==================== z16_led_ctrl
==> src/rtl/z16_led_ctrl.sv <==
// Memory-mapped LED controller: LED_COUNT channels, each off / on / blink / PWM.
// Optional build macro Z16_LED_ACTIVE_LOW_EN inverts o_led and makes it reset to all ones.
module z16_led_ctrl #(
  parameter int LED_COUNT = 6,
  parameter int ADDR_W    = 4,
  parameter int PWM_BITS  = 4,
  parameter int BLINK_DIV = 3
) (
  input  logic                 i_clk,
  input  logic                 i_rst,
  input  logic                 i_we,
  input  logic                 i_re,
  input  logic [ADDR_W-1:0]    i_addr,
  input  logic [15:0]          i_wdata,
  output logic [15:0]          o_rdata,
  output logic                 o_rvalid,
  output logic [LED_COUNT-1:0] o_led
);

  localparam int CH_W = PWM_BITS + 2;

  typedef enum logic [1:0] {
    MODE_OFF   = 2'b00,
    MODE_ON    = 2'b01,
    MODE_BLINK = 2'b10,
    MODE_PWM   = 2'b11
  } mode_t;

`ifdef Z16_LED_ACTIVE_LOW_EN
  localparam logic [LED_COUNT-1:0] LED_POL = '1;
`else
  localparam logic [LED_COUNT-1:0] LED_POL = '0;
`endif

  logic [CH_W-1:0]      ch_reg [LED_COUNT];
  logic [PWM_BITS-1:0]  pwm_cnt_reg;
  logic [BLINK_DIV-1:0] blink_cnt_reg;
  logic                 blink_phase_reg;
  logic [LED_COUNT-1:0] led_next;
  logic [CH_W-1:0]      rdata_next;

  // Upper write-data bits have no storage behind them.
  logic unused_wdata;
  assign unused_wdata = ^i_wdata[15:CH_W];

  // Free-running timebase shared by all channels; writes never restart it.
  always_ff @(posedge i_clk or posedge i_rst) begin
    if (i_rst) begin
      pwm_cnt_reg     <= '0;
      blink_cnt_reg   <= '0;
      blink_phase_reg <= 1'b0;
    end else begin
      pwm_cnt_reg   <= pwm_cnt_reg + 1'b1;
      blink_cnt_reg <= blink_cnt_reg + 1'b1;
      if (blink_cnt_reg == '1) begin
        blink_phase_reg <= ~blink_phase_reg;
      end
    end
  end

  generate
    for (genvar gi = 0; gi < LED_COUNT; gi++) begin : g_ch
      mode_t               mode;
      logic [PWM_BITS-1:0] duty;

      // Address decode per channel: out-of-range addresses match no channel.
      always_ff @(posedge i_clk or posedge i_rst) begin
        if (i_rst) begin
          ch_reg[gi] <= '0;
        end else if (i_we && (i_addr == ADDR_W'(gi))) begin
          ch_reg[gi] <= i_wdata[CH_W-1:0];
        end
      end

      assign mode = mode_t'(ch_reg[gi][1:0]);
      assign duty = ch_reg[gi][CH_W-1:2];

      always_comb begin
        led_next[gi] = 1'b0;
        case (mode)
          MODE_OFF:   led_next[gi] = 1'b0;
          MODE_ON:    led_next[gi] = 1'b1;
          MODE_BLINK: led_next[gi] = blink_phase_reg;
          MODE_PWM:   led_next[gi] = (pwm_cnt_reg < duty);
          default:    led_next[gi] = 1'b0;
        endcase
      end
    end
  endgenerate

  always_comb begin
    rdata_next = '0;
    for (int i = 0; i < LED_COUNT; i++) begin
      if (i_addr == ADDR_W'(i)) begin
        rdata_next = ch_reg[i];
      end
    end
  end

  // Read samples the register before any same-edge write lands (read-before-write).
  always_ff @(posedge i_clk or posedge i_rst) begin
    if (i_rst) begin
      o_rdata  <= '0;
      o_rvalid <= 1'b0;
      o_led    <= LED_POL;
    end else begin
      o_rvalid <= i_re;
      o_rdata  <= i_re ? {{(16-CH_W){1'b0}}, rdata_next} : 16'h0000;
      o_led    <= led_next ^ LED_POL;
    end
  end

endmodule

==> config.mk <==
export PLATFORM = sky130hd
export DESIGN_NAME = z16_led_ctrl
export DESIGN_NICKNAME = d
export VERILOG_FILES = /design/src/rtl/z16_led_ctrl.sv
export SDC_FILE = /design/constraint.sdc
export NUM_CORES = 1
export LEC_CHECK = 0
export ABC_AREA = 0
export CAP_MARGIN = 10
export CORE_UTILIZATION = 31
export DETAILED_ROUTE_END_ITERATION = 12
export HOLD_SLACK_MARGIN = 0.15
export PLACE_DENSITY_LB_ADDON = 0.12
export SYNTH_ARGS = -nofsm -noshare
export SYNTH_HDL_FRONTEND = slang
export SYNTH_SLANG_ARGS = --single-unit
export TNS_END_PERCENT = 1
==> constraint.sdc <==
create_clock -name i_clk -period 3.4 [get_ports i_clk]
set_input_delay 0.51 -clock i_clk [delete_from_list [all_inputs] [get_ports i_clk]]
set_output_delay 0.51 -clock i_clk [all_outputs]
set_load 0.005 [all_outputs]
==================== forward_ctrl
==> src/rtl/common_pkg.sv <==
// Shared types for the ID-stage forwarding and hazard control.
// Stage records and operand-select encodings used across the pipeline.
package common;

  localparam int REG_ADDR_W   = 5;
  localparam int REG_ADDR_MAX = 8;

  typedef enum logic [1:0] {
    NONE   = 2'd0,
    EX_MEM = 2'd1,
    MEM_WB = 2'd2
  } forwarding_type;

  // rd is sized for the widest supported register file
  typedef struct packed {
    logic                    valid;
    logic [REG_ADDR_MAX-1:0] rd;
    logic                    reg_write;
    logic                    mem_read;
  } stage_rec_t;

  localparam stage_rec_t BUBBLE = '0;

  function automatic logic is_producer(stage_rec_t r);
    return r.valid && r.reg_write && (r.rd != '0);
  endfunction

endpackage

==> src/rtl/forward_ctrl_fwd_select.sv <==
// Single-operand forward select: youngest matching producer wins.
// Purely combinational; instantiated once per source operand.
module fwd_select
  import common::*;
(
  input  logic                    uses,
  input  logic [REG_ADDR_MAX-1:0] rs,
  input  stage_rec_t              ex,
  input  stage_rec_t              mem,
  output forwarding_type          sel
);

  logic ex_hit;
  logic mem_hit;

  assign ex_hit  = is_producer(ex) && (ex.rd == rs);
  assign mem_hit = is_producer(mem) && (mem.rd == rs);

  always_comb begin
    sel = NONE;
    if (uses && ex_hit) begin
      sel = EX_MEM;
    end else if (uses && mem_hit) begin
      sel = MEM_WB;
    end
  end

endmodule

==> src/rtl/forward_ctrl.sv <==
// Forwarding select and load-use stall control for a 5-stage pipe.
// Tracks EX/MEM/WB destination records and counts stall cycles.
module forward_ctrl
  import common::*;
#(
  parameter int REG_ADDR_WIDTH = REG_ADDR_W,
  parameter int CNT_WIDTH      = 32
) (
  input  logic                      clk,
  input  logic                      rst,
  input  logic                      id_valid,
  input  logic [REG_ADDR_WIDTH-1:0] id_rs1,
  input  logic [REG_ADDR_WIDTH-1:0] id_rs2,
  input  logic                      id_uses_rs1,
  input  logic                      id_uses_rs2,
  input  logic [REG_ADDR_WIDTH-1:0] id_rd,
  input  logic                      id_reg_write,
  input  logic                      id_mem_read,
  input  logic                      flush,
  output logic                      stall,
  output forwarding_type            ctrl_forward_left_operand,
  output forwarding_type            ctrl_forward_right_operand,
  output logic                      ex_valid,
  output logic [CNT_WIDTH-1:0]      stall_count
);

  stage_rec_t ex_q;
  stage_rec_t mem_q;
  stage_rec_t wb_q;
  stage_rec_t id_rec;

  forwarding_type left_q;
  forwarding_type right_q;
  forwarding_type left_nxt;
  forwarding_type right_nxt;

  logic [CNT_WIDTH-1:0]    cnt_q;
  logic [REG_ADDR_MAX-1:0] rs1_x;
  logic [REG_ADDR_MAX-1:0] rs2_x;
  logic [REG_ADDR_MAX-1:0] rd_x;
  logic                    load_hit;
  logic                    bubble;

  assign rs1_x = REG_ADDR_MAX'(id_rs1);
  assign rs2_x = REG_ADDR_MAX'(id_rs2);
  assign rd_x  = REG_ADDR_MAX'(id_rd);

  assign id_rec = '{
    valid:     id_valid,
    rd:        rd_x,
    reg_write: id_reg_write,
    mem_read:  id_mem_read
  };

  assign load_hit = is_producer(ex_q) && ex_q.mem_read &&
    ((id_uses_rs1 && rs1_x == ex_q.rd) ||
     (id_uses_rs2 && rs2_x == ex_q.rd));

  // flush squashes ID, so a pending load-use stall is moot
  assign stall  = id_valid && !flush && load_hit;
  assign bubble = stall || flush;

  fwd_select u_left (
    .uses (id_uses_rs1),
    .rs   (rs1_x),
    .ex   (ex_q),
    .mem  (mem_q),
    .sel  (left_nxt)
  );

  fwd_select u_right (
    .uses (id_uses_rs2),
    .rs   (rs2_x),
    .ex   (ex_q),
    .mem  (mem_q),
    .sel  (right_nxt)
  );

  always_ff @(posedge clk or posedge rst) begin
    if (rst) begin
      ex_q    <= BUBBLE;
      mem_q   <= BUBBLE;
      wb_q    <= BUBBLE;
      left_q  <= NONE;
      right_q <= NONE;
      cnt_q   <= '0;
    end else begin
      wb_q  <= mem_q;
      mem_q <= ex_q;
      if (bubble) begin
        ex_q    <= BUBBLE;
        left_q  <= NONE;
        right_q <= NONE;
      end else begin
        ex_q    <= id_rec;
        left_q  <= left_nxt;
        right_q <= right_nxt;
      end
      if (stall && cnt_q != '1) begin
        cnt_q <= cnt_q + CNT_WIDTH'(1);
      end
    end
  end

  assign ctrl_forward_left_operand  = left_q;
  assign ctrl_forward_right_operand = right_q;
  assign ex_valid                   = ex_q.valid;
  assign stall_count                = cnt_q;

endmodule

==> config.mk <==
export PLATFORM = sky130hd
export DESIGN_NAME = forward_ctrl
export DESIGN_NICKNAME = d
export VERILOG_FILES = /design/src/rtl/common_pkg.sv /design/src/rtl/forward_ctrl_fwd_select.sv /design/src/rtl/forward_ctrl.sv
export SDC_FILE = /design/constraint.sdc
export NUM_CORES = 1
export LEC_CHECK = 0
export CAP_MARGIN = 40
export CORE_ASPECT_RATIO = 0.6
export CORE_MARGIN = 1
export CORE_UTILIZATION = 53
export CTS_CLUSTER_SIZE = 24
export DETAILED_ROUTE_END_ITERATION = 10
export PLACE_DENSITY_LB_ADDON = 0.3
export SYNTH_ARGS = -nofsm -noshare
export SYNTH_HDL_FRONTEND = slang
export SYNTH_SLANG_ARGS = --single-unit
==> constraint.sdc <==
create_clock -name clk -period 4.9 [get_ports clk]
set_input_delay 1.47 -clock clk [delete_from_list [all_inputs] [get_ports clk]]
set_output_delay 1.47 -clock clk [all_outputs]
set_load 0.05 [all_outputs]
==================== hci_mem_pipe_stage
## config.mk

```make
export PLATFORM = sky130hd
export DESIGN_NAME = hci_mem_pipe_stage
export DESIGN_NICKNAME = d
export VERILOG_FILES = /design/src/rtl/hci_mem_pipe_stage_pkg.sv /design/src/rtl/hci_mem_req_fifo2.sv /design/src/rtl/hci_mem_pipe_stage.sv
export SDC_FILE = /design/constraint.sdc
export NUM_CORES = 1
export LEC_CHECK = 0
export CAP_MARGIN = 20
export CORE_UTILIZATION = 47
export DETAILED_ROUTE_END_ITERATION = 8
export PLACE_DENSITY = 0.81
export SYNTH_ARGS = -nofsm -noshare
export SYNTH_HDL_FRONTEND = slang
export SYNTH_SLANG_ARGS = --single-unit
```

## constraint.sdc

```tcl
create_clock -name clk_i -period 2.6 [get_ports clk_i]
set_clock_uncertainty 0.1 [all_clocks]
set_input_delay 0.52 -clock clk_i [delete_from_list [all_inputs] [get_ports clk_i]]
set_output_delay 0.52 -clock clk_i [all_outputs]
set_load 0.005 [all_outputs]
```

## src/rtl/hci_mem_pipe_stage_pkg.sv

```systemverilog
// Shared width defaults for the HCI memory pipe stage.
package hci_mem_pipe_stage_pkg;

  localparam int unsigned DefaultDw = 32;
  localparam int unsigned DefaultAw = 32;
  localparam int unsigned DefaultBw = 8;
  localparam int unsigned DefaultIw = 10;
  localparam int unsigned DefaultUw = 1;

endpackage

```

## src/rtl/hci_mem_req_fifo2.sv

```systemverilog
// Two-entry request FIFO; outputs come only from registers, never from data_i.
module hci_mem_req_fifo2 #(
  parameter int unsigned Width = 8
) (
  input  logic             clk_i,
  input  logic             rst_ni,
  input  logic             clear_i,
  input  logic             push_i,
  input  logic             pop_i,
  input  logic [Width-1:0] data_i,
  output logic [Width-1:0] data_o,
  output logic             full_o,
  output logic             empty_o
);

  logic [1:0]       count_q, count_d;
  logic             wptr_q, wptr_d;
  logic             rptr_q, rptr_d;
  logic [Width-1:0] mem_q [2];
  logic [Width-1:0] mem_d [2];

  always_comb begin
    count_d = count_q;
    wptr_d  = wptr_q;
    rptr_d  = rptr_q;
    mem_d   = mem_q;
    if (clear_i) begin
      // Storage is left alone; only occupancy and pointers are flushed.
      count_d = 2'd0;
      wptr_d  = 1'b0;
      rptr_d  = 1'b0;
    end else begin
      if (push_i) begin
        mem_d[wptr_q] = data_i;
        wptr_d        = ~wptr_q;
      end
      if (pop_i) begin
        rptr_d = ~rptr_q;
      end
      if (push_i && !pop_i) begin
        count_d = count_q + 2'd1;
      end else if (pop_i && !push_i) begin
        count_d = count_q - 2'd1;
      end
    end
  end

  always_ff @(posedge clk_i or negedge rst_ni) begin
    if (!rst_ni) begin
      count_q <= 2'd0;
      wptr_q  <= 1'b0;
      rptr_q  <= 1'b0;
      for (int i = 0; i < 2; i++) begin
        mem_q[i] <= '0;
      end
    end else begin
      count_q <= count_d;
      wptr_q  <= wptr_d;
      rptr_q  <= rptr_d;
      mem_q   <= mem_d;
    end
  end

  assign data_o  = mem_q[rptr_q];
  assign full_o  = (count_q == 2'd2);
  assign empty_o = (count_q == 2'd0);

endmodule

```

## src/rtl/hci_mem_pipe_stage.sv

```systemverilog
// Registered cut between the memory mux and a bank: buffers requests two deep and
// delays responses by one cycle. Ports are flat; in_* faces the mux, out_* the bank.
module hci_mem_pipe_stage
  import hci_mem_pipe_stage_pkg::*;
#(
  parameter int unsigned DW = DefaultDw,
  parameter int unsigned AW = DefaultAw,
  parameter int unsigned BW = DefaultBw,
  parameter int unsigned IW = 10,
  parameter int unsigned UW = DefaultUw
) (
  input  logic             clk_i,
  input  logic             rst_ni,
  input  logic             clear_i,
  // upstream (from mux)
  input  logic             in_req_i,
  output logic             in_gnt_o,
  input  logic [AW-1:0]    in_add_i,
  input  logic             in_wen_i,
  input  logic [DW-1:0]    in_data_i,
  input  logic [DW/BW-1:0] in_be_i,
  input  logic [IW-1:0]    in_id_i,
  input  logic [UW-1:0]    in_user_i,
  output logic             in_r_valid_o,
  output logic [DW-1:0]    in_r_data_o,
  output logic [IW-1:0]    in_r_id_o,
  output logic [UW-1:0]    in_r_user_o,
  // downstream (to bank)
  output logic             out_req_o,
  input  logic             out_gnt_i,
  output logic [AW-1:0]    out_add_o,
  output logic             out_wen_o,
  output logic [DW-1:0]    out_data_o,
  output logic [DW/BW-1:0] out_be_o,
  output logic [IW-1:0]    out_id_o,
  output logic [UW-1:0]    out_user_o,
  input  logic             out_r_valid_i,
  input  logic [DW-1:0]    out_r_data_i,
  input  logic [IW-1:0]    out_r_id_i,
  input  logic [UW-1:0]    out_r_user_i,
  output logic             busy_o
);

  typedef struct packed {
    logic [AW-1:0]    add;
    logic             wen;
    logic [DW-1:0]    data;
    logic [DW/BW-1:0] be;
    logic [IW-1:0]    id;
    logic [UW-1:0]    user;
  } req_t;

  req_t push_data, head;
  logic full, empty, push, pop;

  // Grant depends only on registered occupancy, which is what cuts the gnt path.
  assign in_gnt_o  = !full && !clear_i;
  assign out_req_o = !empty;
  assign push      = in_req_i && in_gnt_o;
  assign pop       = out_req_o && out_gnt_i;

  assign push_data = '{add: in_add_i, wen: in_wen_i, data: in_data_i, be: in_be_i,
                       id: in_id_i, user: in_user_i};

  hci_mem_req_fifo2 #(
    .Width($bits(req_t))
  ) u_req_fifo (
    .clk_i  (clk_i),
    .rst_ni (rst_ni),
    .clear_i(clear_i),
    .push_i (push),
    .pop_i  (pop),
    .data_i (push_data),
    .data_o (head),
    .full_o (full),
    .empty_o(empty)
  );

  assign out_add_o  = head.add;
  assign out_wen_o  = head.wen;
  assign out_data_o = head.data;
  assign out_be_o   = head.be;
  assign out_id_o   = head.id;
  assign out_user_o = head.user;

  logic          r_valid_q, r_valid_d;
  logic [DW-1:0] r_data_q, r_data_d;
  logic [IW-1:0] r_id_q, r_id_d;
  logic [UW-1:0] r_user_q, r_user_d;

  always_comb begin
    r_valid_d = out_r_valid_i && !clear_i;
    r_data_d  = out_r_data_i;
    r_id_d    = out_r_id_i;
    r_user_d  = out_r_user_i;
  end

  always_ff @(posedge clk_i or negedge rst_ni) begin
    if (!rst_ni) begin
      r_valid_q <= 1'b0;
      r_data_q  <= '0;
      r_id_q    <= '0;
      r_user_q  <= '0;
    end else begin
      r_valid_q <= r_valid_d;
      r_data_q  <= r_data_d;
      r_id_q    <= r_id_d;
      r_user_q  <= r_user_d;
    end
  end

  assign in_r_valid_o = r_valid_q;
  assign in_r_data_o  = r_data_q;
  assign in_r_id_o    = r_id_q;
  assign in_r_user_o  = r_user_q;

  assign busy_o = !empty || r_valid_q;

endmodule

```


==> notes/layouts.md <==
Pictures saved along the way, in no particular order.

Routed clock nets over the placement.
panel A
(6 px per um)
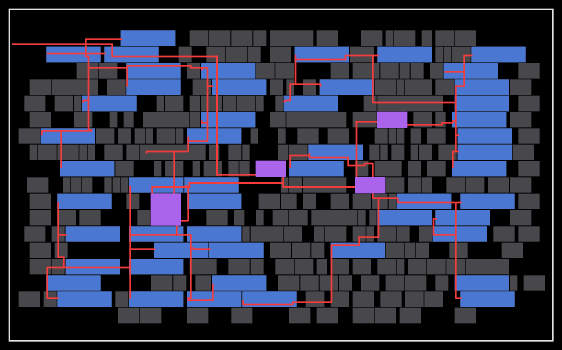
panel B
(3 px per um)
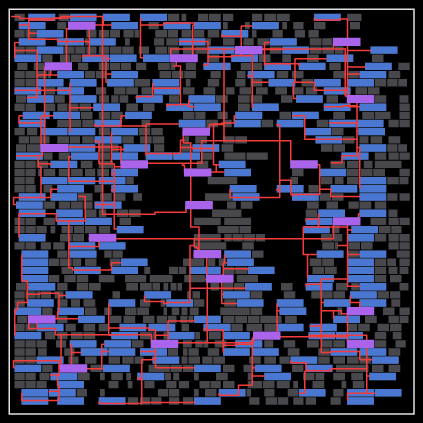
panel C
(4 px per um)
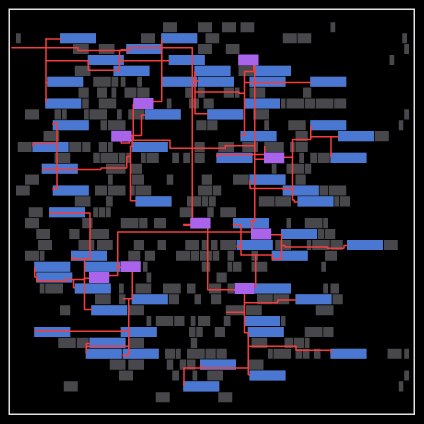
hci_mem_pipe_stage is panel B.
forward_ctrl is panel A.
z16_led_ctrl is panel C.
Of these, smallest die: panel A
Of these, most sequential cells: panel B

### Placement density heat map, hci_mem_pipe_stage

(3 px per um) The die is cut into 13 by 13 equal tiles; dark blue is low, red is high, 0 to 100% covered.
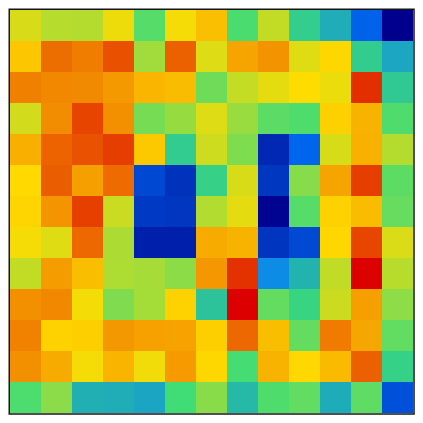
The fullest tile reaches 100%. The emptiest ninth of the die: centre. The mean over all tiles is 65%.

==> commit_impl_results.txt, hci_mem_pipe_stage <==
Update PnR metrics after Yosys + OpenROAD run

* Outcome: finished, final reports clean
* Total of cells resized after clock tree synthesis: ~75
- Compared with the post-synthesis result, the final layout area differs by 46.1%.
* Final Cycle Share: 0.996
* Cell depth of the worst flop-to-flop path: 4
- Met2 GRT Util: 0.383
* Die Height: between 100 and 150 um
- ~260 cells are multi-input combinational gates.
- Reg with most FFs: u_req_fifo.mem_q
- Top cells by area, synth: sky130_fd_sc_hd__dfrtp_1, sky130_fd_sc_hd__mux2_2, sky130_fd_sc_hd__mux2_1
- For this design, Yosys synthesis ends with a cell count of 498.
- The number of cells on the worst hold path is listed as 1.
- Buffers added on ports: between 200 and 300
- Combinational gate area: a little under 3000 um^2
- Per the final report, the share of cell area in non-clock buffers is 0.242.
* Wire length of the first global-routing pass: ~30000 um
- The library cell used most frequently in the layout, excluding fill and tap cells, is sky130_fd_sc_hd__dfrtp_1.
* Total of clock buffers placed in the layout: 33
- The cell area that synthesis handed to floorplanning was between 8000 and 9000 um^2.
- Timing analysis after detailed placement gives a worst setup slack of slightly above 0.05 ns.
- The tightest hold path in the finished design has a slack of 0.362 ns.
- Total nets after synthesis: about 630
- Largest register FFs: 160
- Buffering stage count on the worst path with inverters included: 2
* GRT overflow: 0
- Combinational cells consume a total of approximately 2.1 mW.
- Routability-driven placement finished with a final weighted congestion of 0.746.
* Area share, top type: 0.632
- Measured against the total synthesized area, the mux share comes to 0.329.
- Number of tapcells: 225
- Slew headroom: 0.599
* Met3 Track Usage GR: 0.0620
* Sequential cell area: 5210 um^2
- The report shows a maximum critical-path fanout of 12.
- The power report attributes to the combinational group a share of 0.221.
- The number of setup buffers added after CTS is 1.
- Deepest level of the CTS H-tree: 1
- Antenna-violating nets left: 0
- For this design the total switching power over the nets is roughly 2.3 mW.
- Portion of total power attributed to the clock network: 0.333
* Internal power consumption: 7.21 mW
-- hci_mem_pipe_stage: cell usage after synthesis --
cell type / number
sky130_fd_sc_hd__a21o_1: 1
sky130_fd_sc_hd__a21oi_1: 4
sky130_fd_sc_hd__buf_2: 8
sky130_fd_sc_hd__buf_6: 8
sky130_fd_sc_hd__clkbuf_1: 10
sky130_fd_sc_hd__dfrtp_1: 208
sky130_fd_sc_hd__inv_1: 1
sky130_fd_sc_hd__mux2_1: 43
sky130_fd_sc_hd__mux2_2: 197
sky130_fd_sc_hd__mux2i_1: 1
sky130_fd_sc_hd__nand2b_1: 1
sky130_fd_sc_hd__nand3b_1: 1
sky130_fd_sc_hd__nand4b_1: 1
sky130_fd_sc_hd__nor2_1: 2
sky130_fd_sc_hd__nor2b_1: 2
sky130_fd_sc_hd__nor3b_1: 1
sky130_fd_sc_hd__nor4_4: 1
sky130_fd_sc_hd__o211ai_1: 1
sky130_fd_sc_hd__o21ai_0: 2
sky130_fd_sc_hd__or2_2: 2
sky130_fd_sc_hd__or3_1: 2
sky130_fd_sc_hd__xor2_1: 1
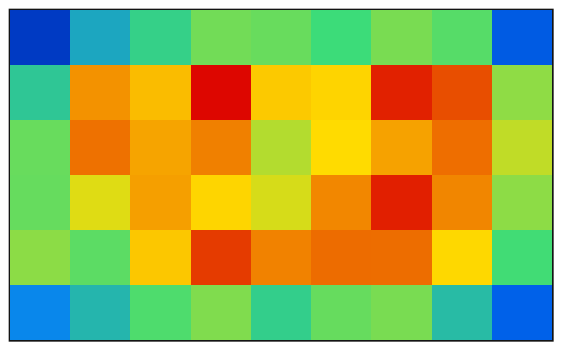
*Placement density heat map, forward_ctrl*
(6 px per um) The die is cut into 9 by 6 equal tiles; dark blue is low, red is high, 0 to 100% covered.
44% of the tiles are over 75% full. The mean over all tiles is 66%. The fullest tile reaches 99%.

### The metal 3 layer, forward_ctrl

(6 px per um)
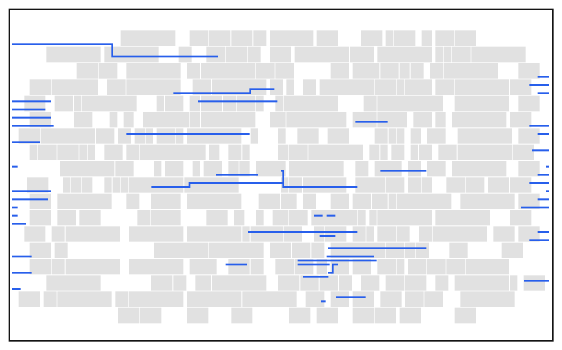
45 nets have wire on it. The longest straight run is 20.2 um. The wires run mostly horizontal. The layer carries 307 um of wire.
count of vias placed by the detailed router: 1917
met3 Track Usage GR: 0.0560
total wire length: 5490 um

==> commit_impl_results.txt, forward_ctrl <==
Update PnR metrics after Yosys + OpenROAD run

- Outcome: finished, final reports clean
* Mean Syn Cell Area: approximately 11 um^2
* Yosys-reported design area after synthesis: between 2000 and 2500 um^2
* Sort of element at the end of the critical path: output pin
- Area of all placed cells without fillers: 3330 um^2
- Number of standard cells in the layout, taps in and fillers out: around 350
- Per the detailed placement report, the placed cell area equals roughly 3200 um^2.
* Pre-antenna DRT Iters: 4
- Hold-check failures listed in the final report amount to 0.
- Data on the critical path is required at its endpoint by approximately 3.4 ns.
- The CTS report gives the tree buffer count as 5.
- In this run the post-CTS setup repair buffer count came out at 0.
- For this design the total switching power over the nets is ~170 uW.
- Boundary Pins: slightly above 60
- The script logs the mean routed wire length per placed instance as ~16 um.
- Per the power-grid run, VDD falls by no more than between 0.15 and 0.2 mV.
* Yosys synthesis warning count: 0
- Total Routing Usage GR: 0.244
- The layout has 10 inverters outside the clock class.
- Combinational logic power: around 57 uW
- Slew headroom: 0.520
- Total nets after synthesis: ~240
- The highest clock rate this design can be run at is roughly 220 MHz.
* HPWL after detailed placement: 4070 um
* MUX share of area: 0.00454
- Per the layout area report, the combinational fraction of cell area is 0.348.
- Antenna-violating nets left: 0
- Comb area leader: simple AND/OR/NAND/NOR gates
- Distinct cell type count of the synthesized netlist: 36
* Number of cells on the worst hold path: 0
- Setup repair after global routing left no endpoint under its margin.
- Clock tree from TritonCTS: done
-- forward_ctrl: layer usage --
layer,track usage,wire (um),up-vias
met5,0,0,-
met4,0.0591,44,0
met3,0.0560,306,7
met2,0.369,2330,66
met1,0.360,2820,929
li1,-,-,915
-- forward_ctrl: worst max-delay path by stage --
stage / from / endpoint / slack (ns) / cells after the start
global placement: id_rs1[2] / stall / 0.31 / 7
detailed placement: id_rs2[2] / stall / 0.30 / 7
global route: id_rs1[4] / stall / 0.21 / 7
CTS: id_rs2[2] / stall / 0.29 / 7
finish: id_rs2[2] / stall / 0.27 / 7
floorplan: id_rs1[2] / stall / 0.81 / 5
-- forward_ctrl: state kept, by name, indices dropped and copies added (netlist names) --
| register | flops |
|---|---|
| ex_q | 7 |
| ctrl_forward_left_operand | 2 |
| ex_valid | 1 |
| ctrl_forward_right_operand | 2 |
| stall_count | 32 |
| mem_q | 7 |
-- forward_ctrl: critical path: cells and delay by family --
| kind | cells | cell delay (ns) |
|---|---|---|
| buffers and inverters | 3 | 0.74 |
| AND/OR/NAND/NOR | 2 | 0.67 |
| XOR/XNOR | 1 | 0.17 |
| AND-OR/OR-AND | 1 | 0.11 |
### The metal 3 layer, z16_led_ctrl

(4 px per um)
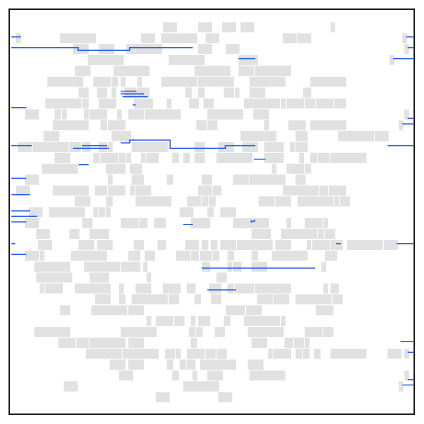
The layer carries 227 um of wire. The longest straight run is 28.1 um.
total wire length: 7110 um
count of vias placed by the detailed router: 2043

### Routing congestion map, z16_led_ctrl

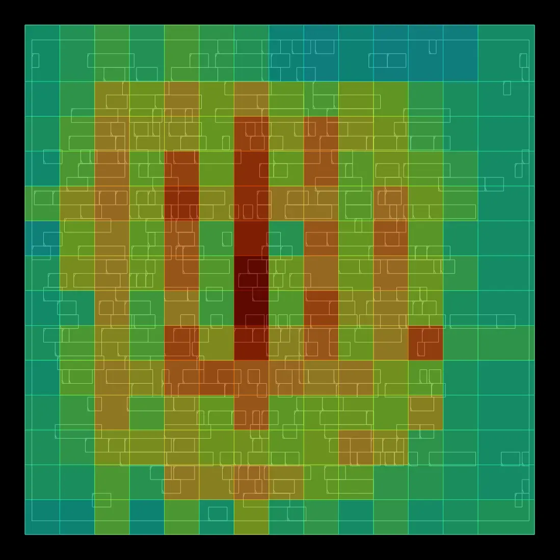
GRT busiest layer: met2
met2 GRT Util: 0.231
Total Routing Usage GR: 0.158

==> commit_impl_results.txt, z16_led_ctrl <==
Update PnR metrics after Yosys + OpenROAD run

- Yosys-reported design area after synthesis: 3030 um^2
- Number of hold violations in the final report: 0
- In the final layout, the share of cells above drive strength 1 is 0.193.
* Largest register FFs: 36
* Setup CP Type: in2reg
* Pre-antenna DRT Iters: 4
- Sort of element at the end of the critical path: flop
- The synthesized design contains 0 enable-type register cells.
- Fill cell count: ~970
* Synth Area in Simple Gates: 0.0842
- In the hold timing report, the worst path depth is 1.
- Proportion of register bits with asynchronous set or reset after synthesis: 1.00
- Mean Syn Cell Area: 11.2 um^2
* Outcome: finished, final reports clean
- Yosys instantiated no cell more often than sky130_fd_sc_hd__dfrtp_1.
- Summing all multiplexer cells gives an area fraction of 0.123.
- Static leakage: about 1.6 nW
* Hold Worst Slack: roughly 0.42 ns
## z16_led_ctrl: power by group
| group | total [mW] | switching (mW) | internal, mW |
|---|---|---|---|
| registers | 0.914 | 0.102 | 0.812 |
| logic | 0.397 | 0.166 | 0.230 |
| clock network | 0.607 | 0.265 | 0.342 |
| total | 1.92 | 0.534 | 1.38 |
## z16_led_ctrl: metrics by stage
step | power [mW] | area (um^2) | worst slack (ns)
floorplan | 1.16 | 3070 | 1.49
finish | 1.92 | 3580 | 1.09
global placement | 1.32 | 3390 | 0.727
detailed placement | 1.32 | 3390 | 0.748
CTS | 1.94 | 3580 | 1.10
global route | 2.04 | 3580 | 0.811
## z16_led_ctrl: layout make-up
class	count	area, um^2	area share
timing repair buffer	30	290	0.0810
clock inverter	2	10.0	0.00279
multi-input combinational	176	1410	0.394
tap	129	161	0.0450
clock buffer	14	183	0.0510
sequential	57	1430	0.398
inverter	27	101	0.0283
## z16_led_ctrl: worst reg2reg max path: cells and delay by family (launching register included)
kind	cells	cell delay (ns)
compound gates	3	0.71
fa+ha+maj	1	0.32
flops	1	0.60


==> notes/layouts.md <==
Pictures saved along the way, in no particular order.

I/O nets highlighted.
(a)
(2 px per um)
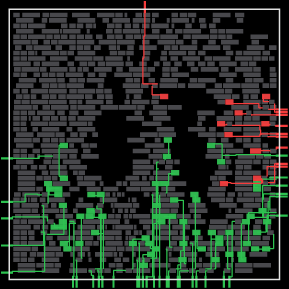
(b)
(3 px per um)
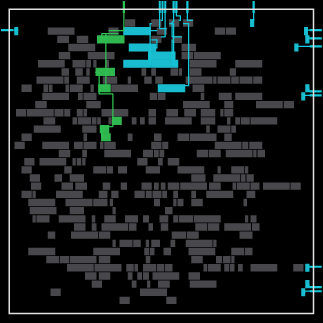
(c)
(4 px per um)
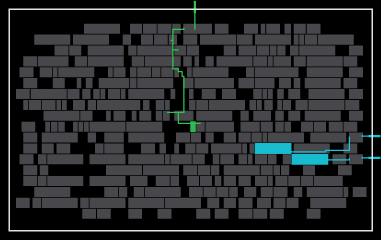
hci_mem_pipe_stage: (a)
forward_ctrl: (c)
z16_led_ctrl: (b)

Key to (c):
Key: cyan = ctrl_forward_right_operand [bits 2, direction output, edge east, end cells 2, buffers 2, wire 27.9 um]; green = stall [bits 1, direction output, edge north, end cells 1, buffers 1, wire 45.4 um]

Power and IR drop assume default switching activity.
